=== rx_dll_drain ===
<file path="config.mk">
export PLATFORM = sky130hd
export DESIGN_NAME = rx_dll_drain
export DESIGN_NICKNAME = d
export VERILOG_FILES = /design/src/rtl/rx_pkg.sv /design/src/rtl/rx_dll_out_stage.sv /design/src/rtl/rx_dll_drain.sv
export SDC_FILE = /design/constraint.sdc
export NUM_CORES = 1
export LEC_CHECK = 0
export ABC_AREA = 1
export ABC_CLOCK_PERIOD_IN_PS = 2500
export CAP_MARGIN = 20
export CORE_AREA = 2 2 222 224
export CTS_CLUSTER_DIAMETER = 80
export DETAILED_ROUTE_END_ITERATION = 6
export DIE_AREA = 0 0 224 226
export PLACE_DENSITY_LB_ADDON = 0.1
export SLEW_MARGIN = 20
export SYNTH_ARGS = -nofsm -noshare
export SYNTH_HDL_FRONTEND = slang
export SYNTH_HIERARCHICAL = 1
export SYNTH_SLANG_ARGS = --single-unit
</file>
<file path="constraint.sdc">
create_clock -name CLK -period 2.5 [get_ports CLK]
set_input_delay 0.625 -clock CLK [delete_from_list [all_inputs] [get_ports CLK]]
set_output_delay 0.625 -clock CLK [all_outputs]
set_load 0.02 [all_outputs]
</file>
<file path="src/rtl/rx_pkg.sv">
// Shared types, constants and Length-derived framing helpers for the RX drain path.
package rx_pkg;
  localparam int DATA_W  = 256;
  localparam int LEN_W   = 11;
  localparam int LB_W    = 5;
  localparam int CNT_W   = 9;
  localparam int BEAT_DW = 8;
  localparam logic [LB_W-1:0] DLLP_LAST_BYTE = 5'd7;

  typedef enum logic [1:0] {IDLE, IN_PKT, DROP} state_t;

  typedef struct packed {
    logic [DATA_W-1:0] data;
    logic              sop;
    logic              eop;
    logic              typ;
    logic              err;
    logic [LEN_W-1:0]  len;
    logic [LB_W-1:0]   last_byte;
  } beat_t;

  // ceil(len / 8); one extra bit so len=2047 still fits
  function automatic logic [CNT_W-1:0] exp_beats(input logic [LEN_W-1:0] len);
    logic [LEN_W:0] s;
    s = {1'b0, len} + (LEN_W+1)'(BEAT_DW - 1);
    return s[LEN_W:3];
  endfunction

  function automatic logic [LB_W-1:0] exp_last_byte(input logic [LEN_W-1:0] len);
    return {len[2:0] - 3'd1, 2'b11};
  endfunction
endpackage

</file>
<file path="src/rtl/rx_dll_out_stage.sv">
// One-deep valid/ready output register: loads when told, holds while stalled,
// drops valid once the held beat is consumed and nothing replaces it.
module rx_dll_out_stage
  import rx_pkg::*;
(
  input  logic  CLK,
  input  logic  RST_L,
  input  logic  i_clr,
  input  logic  i_load,
  input  logic  i_Ready,
  input  beat_t i_beat,
  output logic  o_Valid,
  output beat_t o_beat
);
  logic  r_valid;
  beat_t r_beat;

  always_ff @(posedge CLK or negedge RST_L) begin
    if (!RST_L) begin
      r_valid <= 1'b0;
      r_beat  <= '0;
    end else if (i_clr) begin
      r_valid <= 1'b0;
      r_beat  <= '0;
    end else if (i_load) begin
      r_valid <= 1'b1;
      r_beat  <= i_beat;
    end else if (r_valid && i_Ready) begin
      r_valid <= 1'b0;
    end
  end

  assign o_Valid = r_valid;
  assign o_beat  = r_beat;
endmodule

</file>
<file path="src/rtl/rx_dll_drain.sv">
// Pops the RX buffer, checks SOP/End_Valid/Length framing and forwards, truncates
// or drops beats toward the DLL with one cycle of latency; counts framing errors.
module rx_dll_drain
  import rx_pkg::*;
#(
  parameter int DATA_WIDTH       = 256,
  parameter int PACKET_LENGTH    = 11,
  parameter int SYMBOL_PTR_WIDTH = 5,
  parameter int ERR_CNT_WIDTH    = 8
) (
  input  logic                        CLK,
  input  logic                        RST_L,
  input  logic                        i_Soft_RST,
  input  logic                        i_Empty,
  output logic                        o_RD_EN,
  input  logic [DATA_WIDTH-1:0]       i_Data,
  input  logic                        i_SOP,
  input  logic                        i_End_Valid,
  input  logic                        i_Type,
  input  logic [PACKET_LENGTH-1:0]    i_Length,
  input  logic [SYMBOL_PTR_WIDTH-1:0] i_Last_Byte,
  output logic                        o_Valid,
  input  logic                        i_Ready,
  output logic [DATA_WIDTH-1:0]       o_Data,
  output logic                        o_SOP,
  output logic                        o_EOP,
  output logic                        o_Type,
  output logic                        o_Err,
  output logic [PACKET_LENGTH-1:0]    o_Length,
  output logic [SYMBOL_PTR_WIDTH-1:0] o_Last_Byte,
  output logic [ERR_CNT_WIDTH-1:0]    o_Err_Cnt
);
  state_t                  r_state, w_next;
  logic [CNT_W-1:0]        r_cnt, w_cnt_nxt, w_cnt_inc;
  logic [CNT_W-1:0]        r_exp_n, w_exp_n;
  logic [LB_W-1:0]         r_exp_lb, w_exp_lb;
  logic [LEN_W-1:0]        r_len;
  logic                    r_type;
  logic [ERR_CNT_WIDTH-1:0] r_err_cnt;
  logic                    w_pop, w_load, w_err_evt, w_latch;
  beat_t                   w_beat, w_out;

  assign w_exp_n   = exp_beats(i_Length);
  assign w_exp_lb  = exp_last_byte(i_Length);
  assign w_cnt_inc = r_cnt + 1'b1;
  assign w_pop     = !i_Empty && (!o_Valid || i_Ready) && !i_Soft_RST;

  always_comb begin
    w_next           = r_state;
    w_cnt_nxt        = r_cnt;
    w_load           = 1'b0;
    w_err_evt        = 1'b0;
    w_latch          = 1'b0;
    w_beat.data      = i_Data;
    w_beat.sop       = 1'b0;
    w_beat.eop       = 1'b0;
    w_beat.typ       = r_type;
    w_beat.err       = 1'b0;
    w_beat.len       = r_len;
    w_beat.last_byte = i_Last_Byte;
    if (w_pop) begin
      case (r_state)
        IDLE: begin
          if (!i_SOP) begin
            w_err_evt = 1'b1;
          end else if (!i_Type) begin
            if (i_End_Valid && i_Last_Byte == DLLP_LAST_BYTE) begin
              w_load     = 1'b1;
              w_beat.sop = 1'b1;
              w_beat.eop = 1'b1;
              w_beat.typ = 1'b0;
              w_beat.len = i_Length;
            end else begin
              w_err_evt = 1'b1;
              if (!i_End_Valid) w_next = DROP;
            end
          end else if (i_Length == '0) begin
            w_err_evt = 1'b1;
            if (!i_End_Valid) w_next = DROP;
          end else begin
            w_latch    = 1'b1;
            w_load     = 1'b1;
            w_beat.sop = 1'b1;
            w_beat.typ = 1'b1;
            w_beat.len = i_Length;
            // A TLP that opens and closes (or must close) on its SOP beat ends here.
            if (i_End_Valid || w_exp_n == 9'd1) begin
              w_beat.eop = 1'b1;
              w_beat.err = !(i_End_Valid && w_exp_n == 9'd1 && i_Last_Byte == w_exp_lb);
              w_err_evt  = w_beat.err;
              w_next     = i_End_Valid ? IDLE : DROP;
            end else begin
              w_cnt_nxt = 9'd1;
              w_next    = IN_PKT;
            end
          end
        end
        IN_PKT: begin
          w_load = 1'b1;
          if (i_SOP) begin
            w_beat.eop = 1'b1;
            w_beat.err = 1'b1;
            w_err_evt  = 1'b1;
            w_next     = i_End_Valid ? IDLE : DROP;
          end else if (i_End_Valid) begin
            w_beat.eop = 1'b1;
            w_beat.err = (w_cnt_inc != r_exp_n) || (i_Last_Byte != r_exp_lb);
            w_err_evt  = w_beat.err;
            w_next     = IDLE;
          end else if (w_cnt_inc == r_exp_n) begin
            w_beat.eop = 1'b1;
            w_beat.err = 1'b1;
            w_err_evt  = 1'b1;
            w_next     = DROP;
          end else begin
            w_cnt_nxt = w_cnt_inc;
          end
        end
        DROP: begin
          if (i_End_Valid) w_next = IDLE;
        end
        default: w_next = IDLE;
      endcase
      if (w_next != IN_PKT) w_cnt_nxt = '0;
    end
  end

  always_ff @(posedge CLK or negedge RST_L) begin
    if (!RST_L) begin
      r_state   <= IDLE;
      r_cnt     <= '0;
      r_exp_n   <= '0;
      r_exp_lb  <= '0;
      r_len     <= '0;
      r_type    <= 1'b0;
      r_err_cnt <= '0;
    end else if (i_Soft_RST) begin
      r_state   <= IDLE;
      r_cnt     <= '0;
      r_exp_n   <= '0;
      r_exp_lb  <= '0;
      r_len     <= '0;
      r_type    <= 1'b0;
      r_err_cnt <= '0;
    end else begin
      r_state <= w_next;
      r_cnt   <= w_cnt_nxt;
      if (w_latch) begin
        r_exp_n  <= w_exp_n;
        r_exp_lb <= w_exp_lb;
        r_len    <= i_Length;
        r_type   <= i_Type;
      end
      if (w_err_evt && r_err_cnt != '1) r_err_cnt <= r_err_cnt + 1'b1;
    end
  end

  rx_dll_out_stage u_out (
    .CLK     (CLK),
    .RST_L   (RST_L),
    .i_clr   (i_Soft_RST),
    .i_load  (w_load),
    .i_Ready (i_Ready),
    .i_beat  (w_beat),
    .o_Valid (o_Valid),
    .o_beat  (w_out)
  );

  assign o_RD_EN     = w_pop;
  assign o_Data      = w_out.data;
  assign o_SOP       = w_out.sop;
  assign o_EOP       = w_out.eop;
  assign o_Type      = w_out.typ;
  assign o_Err       = w_out.err;
  assign o_Length    = w_out.len;
  assign o_Last_Byte = w_out.last_byte;
  assign o_Err_Cnt   = r_err_cnt;
endmodule

</file>
==> out/qor.csv <==
metric;value;unit
status;finished clean;
clock_power;5.74;mW
lay_top_cells;nand2_1, clkdlybuf4s50_1, nand3_1;
numCtsBuffers;40;
io_pins;566;
syn-instance-count;1653;
warnings;28;
cp-endpoint;o_Err_Cnt[3];
slew_violations;0;
syn_area_per_cell;8.49;µm²
ys_seq_elements;321;
grt-ovfl-total;0;
cts_htree_levels;2;
grt_pass1_wl;84.2;mm
slew_headroom;0.678;
path_delay_family;buffers and inverters;
-- cells by family after synthesis --
logic type | count (synthesis) | share of synthesized area
buffers and inverters | 177 | 0.0599
xor gates and xnor gates | 14 | 0.00874
adders and majority gates | 4 | 0.00357
AOI/OAI and AO/OA | 59 | 0.0257
and+or+nand+nor | 1078 | 0.329
DFF | 321 | 0.573
-- cell type report --
cell class	count	area, µm²	share of cell area
clock inverters	10	139	0.00602
inverters	76	300	0.0130
repair buffers	728	7460	0.323
diodes	2	5.00	0.000217
well taps	622	778	0.0337
flip-flops and latches	321	8030	0.348
multi-input cells	1156	5220	0.226
clock buffers	59	1140	0.0496
**rx_dll_drain: routing congestion**

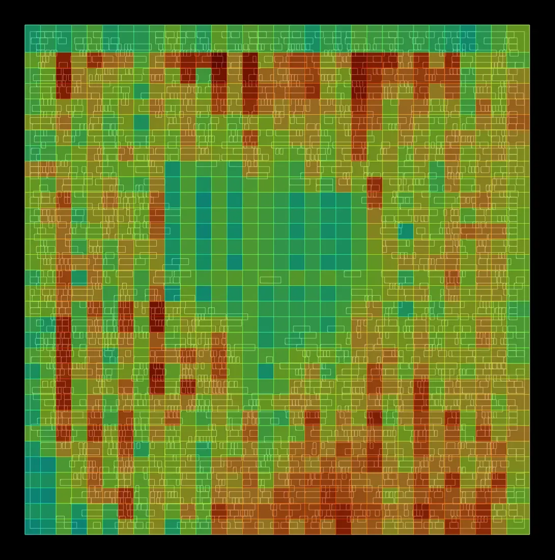
Wirelength per Cell: 19.0 µm
fin util: 0.477
met1 global-route usage: 0.264
most used routing layer: met2
met3 usage: 0.0494

**rx_dll_drain: PDN straps and rails**

Bar = 50 µm. Pins as bars on the die edge. Tap cells in grey.
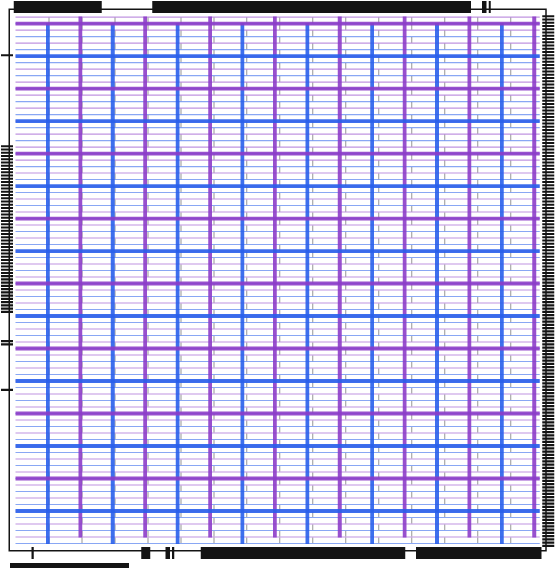
blue -> VSS
purple -> VDD
met5 straps = 16
signal pins = 566
peak supply drop: 0.439 mV
Die Ht: 226 µm

**rx_dll_drain: placed cells, one colour a class**

Bar = 50 µm.
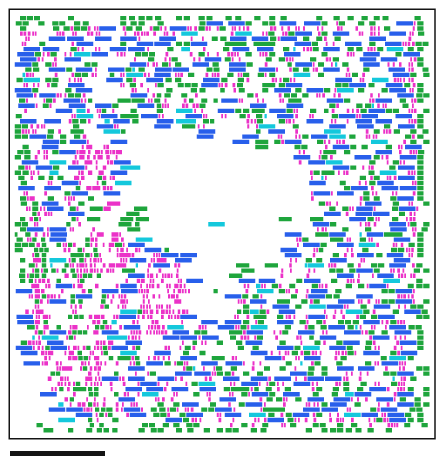
magenta -> all other logic  # cells 1232, share of their area 25%
cyan -> clock drivers and dummy loads  # cells 69, share of their area 5.8%
blue -> flops  # cells 321, share of their area 36%
green -> other buffers and delay cells  # cells 728, share of their area 33%


=== song_player ===
**song_player: PDN straps and rails**

Bar = 20 µm. Pins as bars on the die edge. Tap cells in grey.
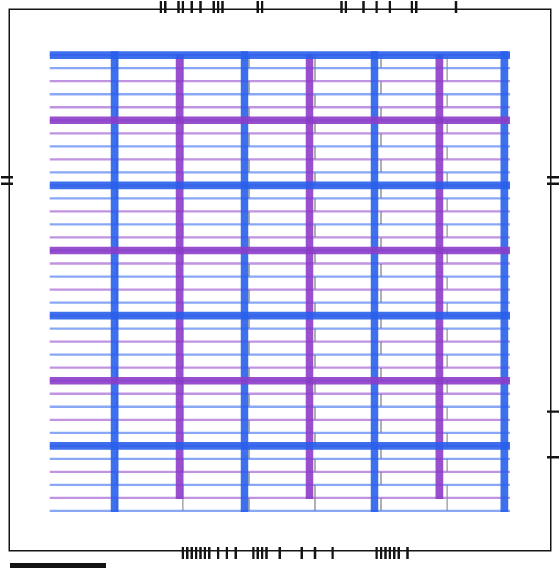
**song_player: placed cells, one colour a class**

Bar = 20 µm.
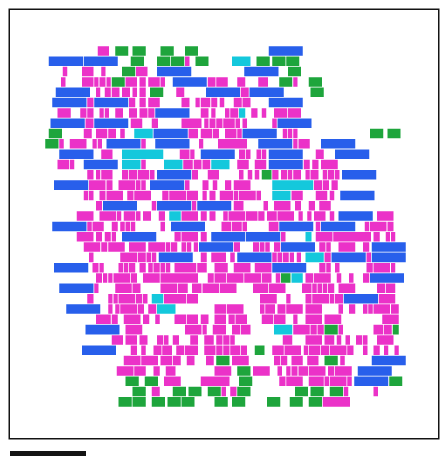
===== src/rtl/piano_pkg.sv =====
// Shared definitions for the piano playback path: key codes, song-entry
// field layout, default widths and the playback sequencer state type.
package piano_pkg;

  localparam int TIME_W    = 13;
  localparam int ADDR_W    = 13;
  localparam int ENTRY_W   = 28;

  localparam logic [1:0] KEY_NONE = 2'b00;
  localparam logic [1:0] KEY_DO   = 2'b01;
  localparam logic [1:0] KEY_RE   = 2'b10;
  localparam logic [1:0] KEY_MI   = 2'b11;

  // Entry layout: {key[27:26], start[25:13], duration[12:0]}
  localparam int KEY_MSB   = 27;
  localparam int START_LSB = 13;
  localparam int DUR_LSB   = 0;

  typedef enum logic [2:0] {
    S_IDLE,
    S_ADDR,
    S_LATCH,
    S_WAIT,
    S_SOUND,
    S_NEXT,
    S_DONE
  } state_e;

endpackage


===== src/rtl/play_timer.sv =====
// Elapsed playback time in 0.01 s units: cleared on restart, advanced by the
// tick strobe while enabled, and held at all-ones once it saturates.
module play_timer #(
  parameter int TIME_W = piano_pkg::TIME_W
) (
  input  logic              clock,
  input  logic              resetn,
  input  logic              clear_i,
  input  logic              tick_i,
  input  logic              enable_i,
  output logic [TIME_W-1:0] elapsed_o
);

  logic [TIME_W-1:0] elapsed_q, elapsed_d;

  // NOTE: every combinational output gets a default first, so no path leaves it unassigned (no latch).
  always_comb begin
    elapsed_d = elapsed_q;
    if (clear_i) begin
      elapsed_d = '0;
    end else if (tick_i && enable_i && (elapsed_q != '1)) begin
      elapsed_d = elapsed_q + 1'b1;
    end
  end

  // NOTE: state registers use non-blocking assignment so all flops update together at the edge.
  always_ff @(posedge clock or negedge resetn) begin
    if (!resetn) begin
      elapsed_q <= '0;
    end else begin
      elapsed_q <= elapsed_d;
    end
  end

  assign elapsed_o = elapsed_q;

endmodule


===== src/rtl/song_player.sv =====
// Song playback sequencer: walks the song RAM in address order and sounds each
// entry's key while the elapsed time lies inside that entry's window.
module song_player #(
  parameter int ADDR_W    = piano_pkg::ADDR_W,
  parameter int TIME_W    = piano_pkg::TIME_W,
  parameter int LAST_ADDR = 8191
) (
  input  logic              clock,
  input  logic              resetn,
  input  logic              tick,
  input  logic              play,
  input  logic              stop,
  output logic [ADDR_W-1:0] rd_addr,
  input  logic [27:0]       rd_data,
  output logic [1:0]        key_out,
  output logic              playing,
  output logic              done
);

  import piano_pkg::*;

  state_e            state_q, state_d;
  logic [ADDR_W-1:0] addr_q, addr_d;
  logic [1:0]        key_out_q, key_out_d;
  logic              playing_q, playing_d;
  logic              done_q, done_d;
  logic [1:0]        key_q, key_d;
  logic [TIME_W-1:0] start_q, start_d;
  logic [TIME_W:0]   end_q, end_d;

  logic [TIME_W-1:0] elapsed;
  logic [TIME_W:0]   elapsed_ext;
  logic [1:0]        ent_key;
  logic [TIME_W-1:0] ent_start, ent_dur;
  logic [TIME_W:0]   ent_end;

  assign ent_key     = rd_data[KEY_MSB -: 2];
  assign ent_start   = rd_data[START_LSB +: TIME_W];
  assign ent_dur     = rd_data[DUR_LSB +: TIME_W];
  // One extra bit keeps start+dur from wrapping.
  assign ent_end     = {1'b0, ent_start} + {1'b0, ent_dur};
  assign elapsed_ext = {1'b0, elapsed};

  play_timer #(.TIME_W(TIME_W)) u_timer (
    .clock     (clock),
    .resetn    (resetn),
    .clear_i   (play),
    .tick_i    (tick),
    .enable_i  (playing_q),
    .elapsed_o (elapsed)
  );

  always_comb begin
    state_d   = state_q;
    addr_d    = addr_q;
    key_out_d = key_out_q;
    playing_d = playing_q;
    done_d    = 1'b0;
    key_d     = key_q;
    start_d   = start_q;
    end_d     = end_q;

    unique case (state_q)
      S_IDLE: ;
      S_ADDR: state_d = S_LATCH;
      S_LATCH: begin
        key_d   = ent_key;
        start_d = ent_start;
        end_d   = ent_end;
        if (ent_dur == '0)                state_d = S_DONE;
        else if (ent_end <= elapsed_ext)  state_d = S_NEXT;
        else if (ent_start <= elapsed)    state_d = S_SOUND;
        else                              state_d = S_WAIT;
      end
      S_WAIT: begin
        key_out_d = KEY_NONE;
        if (elapsed >= start_q) begin
          state_d   = S_SOUND;
          key_out_d = key_q;
        end
      end
      S_SOUND: begin
        key_out_d = key_q;
        if (elapsed_ext >= end_q) begin
          state_d   = S_NEXT;
          key_out_d = KEY_NONE;
        end
      end
      S_NEXT: begin
        if (addr_q == ADDR_W'(LAST_ADDR)) begin
          state_d = S_DONE;
        end else begin
          addr_d  = addr_q + 1'b1;
          state_d = S_ADDR;
        end
      end
      S_DONE: begin
        done_d    = 1'b1;
        playing_d = 1'b0;
        key_out_d = KEY_NONE;
        state_d   = S_IDLE;
      end
      default: state_d = S_IDLE;
    endcase

    // Restart outranks abort; both cancel any pending done pulse.
    if (play) begin
      state_d   = S_ADDR;
      addr_d    = '0;
      key_out_d = KEY_NONE;
      playing_d = 1'b1;
      done_d    = 1'b0;
    end else if (stop && (state_q != S_IDLE)) begin
      state_d   = S_IDLE;
      key_out_d = KEY_NONE;
      playing_d = 1'b0;
      done_d    = 1'b0;
    end
  end

  always_ff @(posedge clock or negedge resetn) begin
    if (!resetn) begin
      state_q   <= S_IDLE;
      addr_q    <= '0;
      key_out_q <= KEY_NONE;
      playing_q <= 1'b0;
      done_q    <= 1'b0;
      key_q     <= KEY_NONE;
      start_q   <= '0;
      end_q     <= '0;
    end else begin
      state_q   <= state_d;
      addr_q    <= addr_d;
      key_out_q <= key_out_d;
      playing_q <= playing_d;
      done_q    <= done_d;
      key_q     <= key_d;
      start_q   <= start_d;
      end_q     <= end_d;
    end
  end

  assign rd_addr = addr_q;
  assign key_out = key_out_q;
  assign playing = playing_q;
  assign done    = done_q;

endmodule


===== config.mk =====
export PLATFORM = sky130hd
export DESIGN_NAME = song_player
export DESIGN_NICKNAME = d
export VERILOG_FILES = /design/src/rtl/piano_pkg.sv /design/src/rtl/play_timer.sv /design/src/rtl/song_player.sv
export SDC_FILE = /design/constraint.sdc
export NUM_CORES = 1
export LEC_CHECK = 0
export ABC_CLOCK_PERIOD_IN_PS = 4900
export CORE_MARGIN = 8
export CORE_UTILIZATION = 50
export DETAILED_ROUTE_END_ITERATION = 12
export PLACE_DENSITY = 0.79
export SETUP_SLACK_MARGIN = 0.05
export SYNTH_ARGS = -nofsm -noshare
export SYNTH_HDL_FRONTEND = slang
export SYNTH_SLANG_ARGS = --single-unit
export TNS_END_PERCENT = 10

===== constraint.sdc =====
create_clock -name clock -period 4.9 [get_ports clock]
set_clock_uncertainty 0.05 [all_clocks]
set_input_delay 0.98 -clock clock [delete_from_list [all_inputs] [get_ports clock]]
set_output_delay 0.98 -clock clock [all_outputs]
set_load 0.01 [all_outputs]

==> out/qor.csv <==
metric;value;unit
grt_use_total;0.190;
nNonClkBuffers;52;
ys_cells;524;
status;finished clean;
leakage;2.46;nW
cp-endpoint;state_q[1];
grt-ovfl-total;0;
ys_top_cells_by_count;ha_1, dfrtp_1, nand2_1;
cts_setup_buffers;0;
lay_top_cells;ha_1, dfrtp_1, nand2_1;
edf_count;0;
die_w;113;µm
largest_reg_flops;14;
p_sw;0.524;mW
dp.cells;675;
routedWlPerCell;17.0;µm
power.density;295;mW/mm²
fin_ws;0.248;ns
port_buffers;49;
hp-start;key_q[0];
dp_slack;-0.0689;ns
rsz0062_at_grt;false;
combGateArea;0.00290;mm²
powerComb;0.475;mW
seq_share;0.282;
final_hold_viol_count;0;
About 'PDN straps and rails' of song_player:
blue -> VSS
purple -> VDD
met4 straps = 7
rows = 35

About 'placed cells, one colour a class' of song_player:
green -> other buffers and delay cells  # cells 52, share of their area 9.5%
magenta -> all other logic  # cells 450, share of their area 58%
blue -> flops  # cells 62, share of their area 29%
cyan -> clock drivers and dummy loads  # cells 16, share of their area 4.1%

[timing repair]
item | 4_1_cts | 5_1_grt
endpoints found under the setup margin | 0 | 1
hold buffers | 0 | 0
gates resized | 0 | 1
hold endpoints to repair | 0 | 0
[per-stage QoR]
step                 util  hold WS [ns]  instance area, µm²  power [mW]  setup TNS (ns)
floorplan               -         0.396                4680       0.971               0
global placement    0.577         0.420                5280        1.10               0
detailed placement  0.577         0.420                5280        1.12         -0.0689
CTS                 0.601         0.443                5500        1.63               0
global route        0.602         0.469                5510        1.73               0
finish              0.602         0.445                5510        1.62               0

=== ifid_pipe_stage ===
**ifid_pipe_stage: PDN straps and rails**

Bar = 50 µm. Pins as bars on the die edge. Tap cells in grey.
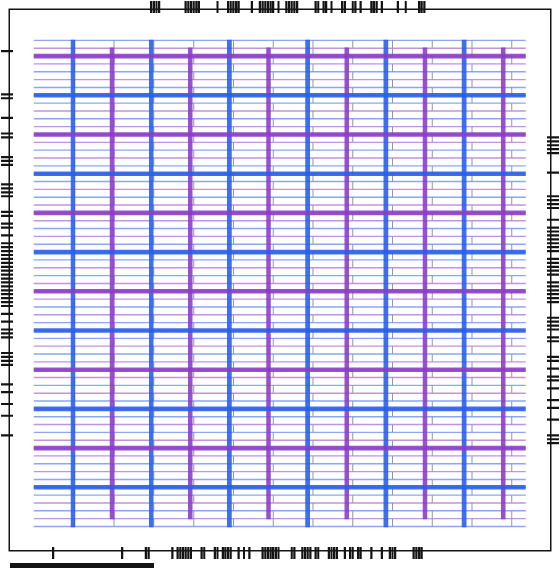
**ifid_pipe_stage: placed cells, one colour a class**

Bar = 50 µm.
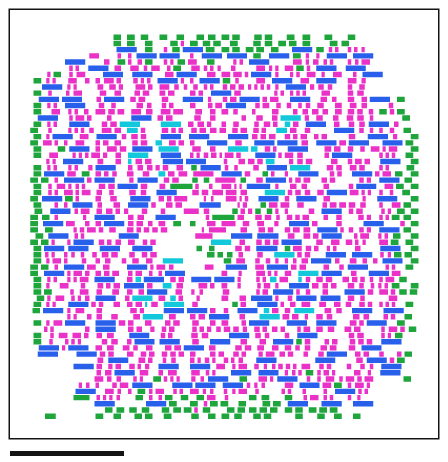
### src/rtl/ifid_pkg.sv
// Shared definitions for the IF/ID pipeline stage: canonical NOP, payload bundle
// and the {main_v, skid_v} state encoding used by the skid buffer.
package ifid_pkg;

  localparam int unsigned XLEN_DEFAULT = 32;

  // addi x0, x0, 0
  localparam logic [31:0] NOP_INSTR_RV32I = 32'h0000_0013;

  typedef struct packed {
    logic [XLEN_DEFAULT-1:0] instr;
    logic [XLEN_DEFAULT-1:0] pc;
    logic [XLEN_DEFAULT-1:0] pc_incr;
  } payload_t;

  typedef enum logic [1:0] {
    ST_EMPTY = 2'b00,
    ST_FULL1 = 2'b10,
    ST_FULL2 = 2'b11
  } state_e;

endpackage

### src/rtl/pipe_skid_buf.sv
// Generic 2-entry valid/ready skid buffer with a registered in_ready and a
// synchronous flush that empties both entries.
module pipe_skid_buf
  import ifid_pkg::*;
#(
  parameter int unsigned      WIDTH     = 96,
  parameter logic [WIDTH-1:0] RESET_VAL = '0
) (
  input  logic             clk,
  input  logic             rst_n,
  input  logic             flush,
  input  logic             in_valid,
  output logic             in_ready,
  input  logic [WIDTH-1:0] in_data,
  output logic             out_valid,
  input  logic             out_ready,
  output logic [WIDTH-1:0] out_data
);

  logic             main_v, skid_v, ready_q;
  logic [WIDTH-1:0] main_data, skid_data;
  logic             in_xfer, out_xfer;

  assign in_xfer  = in_valid & ready_q & ~flush;
  assign out_xfer = main_v & out_ready;

  always_ff @(posedge clk or negedge rst_n) begin
    if (!rst_n) begin
      main_v    <= 1'b0;
      skid_v    <= 1'b0;
      ready_q   <= 1'b1;
      main_data <= RESET_VAL;
      skid_data <= RESET_VAL;
    end else if (flush) begin
      main_v    <= 1'b0;
      skid_v    <= 1'b0;
      ready_q   <= 1'b1;
      main_data <= RESET_VAL;
      skid_data <= RESET_VAL;
    end else begin
      case ({main_v, skid_v})
        ST_EMPTY: begin
          if (in_xfer) begin
            main_v    <= 1'b1;
            main_data <= in_data;
          end
        end
        ST_FULL1: begin
          if (in_xfer && out_xfer) begin
            main_data <= in_data;
          end else if (in_xfer) begin
            // Decode stalled: park the newcomer behind main so order is kept.
            skid_v    <= 1'b1;
            skid_data <= in_data;
            ready_q   <= 1'b0;
          end else if (out_xfer) begin
            main_v <= 1'b0;
          end
        end
        ST_FULL2: begin
          if (out_xfer) begin
            main_data <= skid_data;
            skid_v    <= 1'b0;
            ready_q   <= 1'b1;
          end
        end
        default: begin
          main_v  <= 1'b0;
          skid_v  <= 1'b0;
          ready_q <= 1'b1;
        end
      endcase
    end
  end

  assign in_ready  = ready_q;
  assign out_valid = main_v;
  assign out_data  = main_data;

endmodule

### src/rtl/ifid_pipe_stage.sv
// IF/ID pipeline register with valid/ready handshake, flush and NOP bubbles.
// SKID_EN selects a 2-entry skid buffer (registered in_ready) or a single register.
module ifid_pipe_stage
  import ifid_pkg::*;
#(
  parameter int unsigned     XLEN      = 32,
  parameter logic [XLEN-1:0] NOP_INSTR = XLEN'(NOP_INSTR_RV32I),
  parameter bit              SKID_EN   = 1'b1
) (
  input  logic            clk,
  input  logic            rst_n,
  input  logic            flush,
  input  logic            in_valid,
  output logic            in_ready,
  input  logic [XLEN-1:0] in_instr,
  input  logic [XLEN-1:0] in_pc,
  input  logic [XLEN-1:0] in_pc_incr,
  output logic            out_valid,
  input  logic            out_ready,
  output logic [XLEN-1:0] out_instr,
  output logic [XLEN-1:0] out_pc,
  output logic [XLEN-1:0] out_pc_incr
);

  localparam int unsigned PW = 3 * XLEN;
  localparam logic [PW-1:0] EMPTY_PAYLOAD = {NOP_INSTR, {XLEN{1'b0}}, {XLEN{1'b0}}};

  logic          main_v;
  logic [PW-1:0] main_data;
  logic [PW-1:0] in_data;

  assign in_data = {in_instr, in_pc, in_pc_incr};

  if (SKID_EN) begin : g_skid
    pipe_skid_buf #(
      .WIDTH    (PW),
      .RESET_VAL(EMPTY_PAYLOAD)
    ) u_skid (
      .clk      (clk),
      .rst_n    (rst_n),
      .flush    (flush),
      .in_valid (in_valid),
      .in_ready (in_ready),
      .in_data  (in_data),
      .out_valid(main_v),
      .out_ready(out_ready),
      .out_data (main_data)
    );
  end else begin : g_reg
    logic in_xfer, out_xfer;

    // Combinational ready: a draining entry frees the slot in the same cycle.
    assign in_ready = ~main_v | out_ready;
    assign in_xfer  = in_valid & in_ready & ~flush;
    assign out_xfer = main_v & out_ready;

    always_ff @(posedge clk or negedge rst_n) begin
      if (!rst_n) begin
        main_v    <= 1'b0;
        main_data <= EMPTY_PAYLOAD;
      end else if (flush) begin
        main_v    <= 1'b0;
        main_data <= EMPTY_PAYLOAD;
      end else if (in_xfer) begin
        main_v    <= 1'b1;
        main_data <= in_data;
      end else if (out_xfer) begin
        main_v <= 1'b0;
      end
    end
  end

  always_comb begin
    out_valid   = main_v;
    out_instr   = NOP_INSTR;
    out_pc      = '0;
    out_pc_incr = '0;
    if (main_v) begin
      out_instr   = main_data[PW-1 -: XLEN];
      out_pc      = main_data[2*XLEN-1 -: XLEN];
      out_pc_incr = main_data[XLEN-1:0];
    end
  end

endmodule

### config.mk
export PLATFORM = sky130hd
export DESIGN_NAME = ifid_pipe_stage
export DESIGN_NICKNAME = d
export VERILOG_FILES = /design/src/rtl/ifid_pkg.sv /design/src/rtl/pipe_skid_buf.sv /design/src/rtl/ifid_pipe_stage.sv
export SDC_FILE = /design/constraint.sdc
export NUM_CORES = 1
export LEC_CHECK = 0
export ABC_CLOCK_PERIOD_IN_PS = 5960
export CAP_MARGIN = 20
export CELL_PAD_IN_SITES_DETAIL_PLACEMENT = 1
export CELL_PAD_IN_SITES_GLOBAL_PLACEMENT = 1
export CORE_MARGIN = 8
export CORE_UTILIZATION = 44
export CTS_CLUSTER_DIAMETER = 120
export DETAILED_ROUTE_END_ITERATION = 10
export PLACE_DENSITY_LB_ADDON = 0.3
export SETUP_SLACK_MARGIN = 0.4
export SLEW_MARGIN = 5
export SYNTH_ARGS = -nofsm -noshare
export SYNTH_HDL_FRONTEND = slang
export SYNTH_SLANG_ARGS = --single-unit
### constraint.sdc
create_clock -name clk -period 5.96 [get_ports clk]
set_input_delay 1.192 -clock clk [delete_from_list [all_inputs] [get_ports clk]]
set_output_delay 1.192 -clock clk [all_outputs]
set_load 0.005 [all_outputs]
==> out/qor.csv <==
metric;value;unit
fin_ws;2.08;ns
insertedDiodeCount;0;
die_w;187;µm
vias_per_cell;6.76;
switching_share;0.338;
hold_ws;0.516;ns
lay_top_count;clkdlybuf4s50_1;
routed-via-count;12322;
dp.cells;1792;
ctsResizeCount;0;
gp_congestion;0.739;
critical_path_required;6.24;ns
synth-xor-area-share;0;
min_to;g_skid.u_skid.skid_data[68];
r2r_slack;2.08;ns
wirelength_met1;20.1;mm
hp-start;g_skid.u_skid.skid_data[68];
cts_htree_levels;4;
period_needed;3.88;ns
netlist_area;0.0129;mm²
clockBufferDepth;2;
flop_cell;dfrtp_1;
status;finished clean;
inv_count;4;
## Picture notes: 'PDN straps and rails' of ifid_pipe_stage
purple -> VDD
blue -> VSS
tap cells = 384
signal pins = 199

## Picture notes: 'placed cells, one colour a class' of ifid_pipe_stage
blue -> flops  # cells 195, share of their area 33%
magenta -> all other logic  # cells 995, share of their area 49%
cyan -> clock drivers and dummy loads  # cells 32, share of their area 3.7%
green -> other buffers and delay cells  # cells 218, share of their area 15%
core area: 0.0288 mm²
fin util: 0.534
fin area: 0.0154 mm²
Seq area share: 0.318

==> worst max path at each step <==
stage / end / cells after the start / from
finish: g_skid.u_skid.out_data[67] / 5 / g_skid.u_skid.out_valid
floorplan: out_instr[10] / 4 / g_skid.u_skid.out_valid
CTS: g_skid.u_skid.out_data[67] / 5 / g_skid.u_skid.out_valid
detailed placement: g_skid.u_skid.out_data[67] / 5 / out_ready
global placement: g_skid.u_skid.skid_data[59] / 5 / g_skid.u_skid.out_valid
global route: g_skid.u_skid.out_data[67] / 5 / g_skid.u_skid.out_valid


==> screenshots <==
Clock wires, drivers and flops.
Plate I
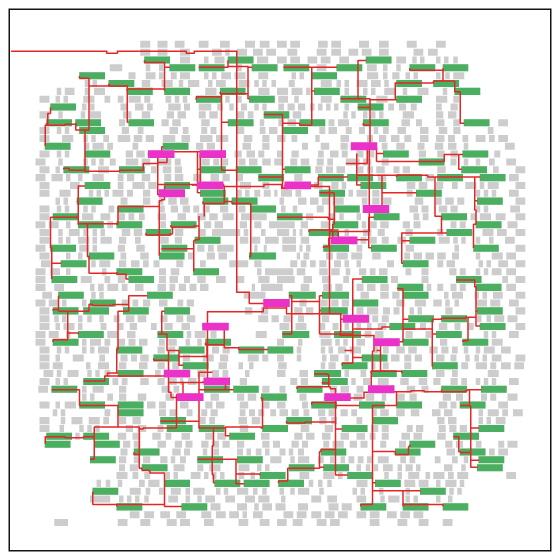
Plate II
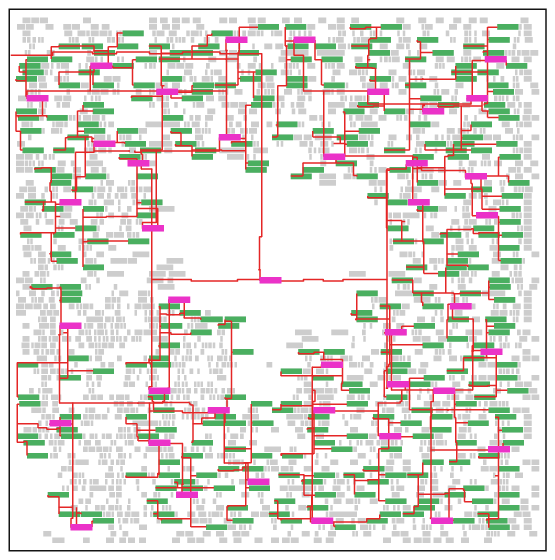
Plate III
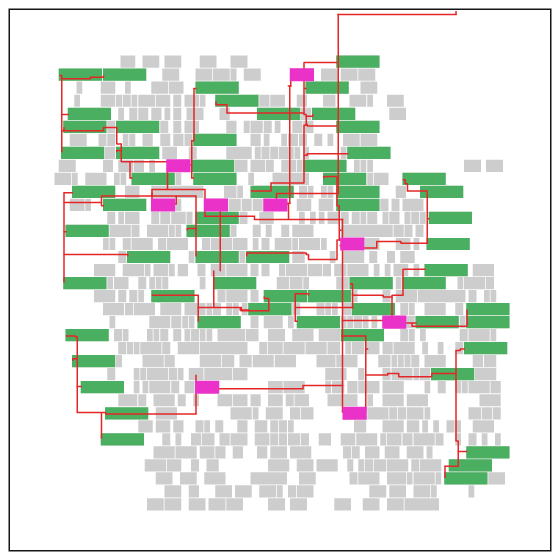
- fewest sequential cells: Plate III
- most sequential cells: Plate II
Plate III: song_player
Plate I: ifid_pipe_stage
Plate II: rx_dll_drain

Key to Plate I:
red -> clock wires  # length 2750 µm
magenta -> cells driving clock nets  # count 17
green -> flip-flops  # count 195
flops lie = all over the die

Power and IR drop assume default switching activity.
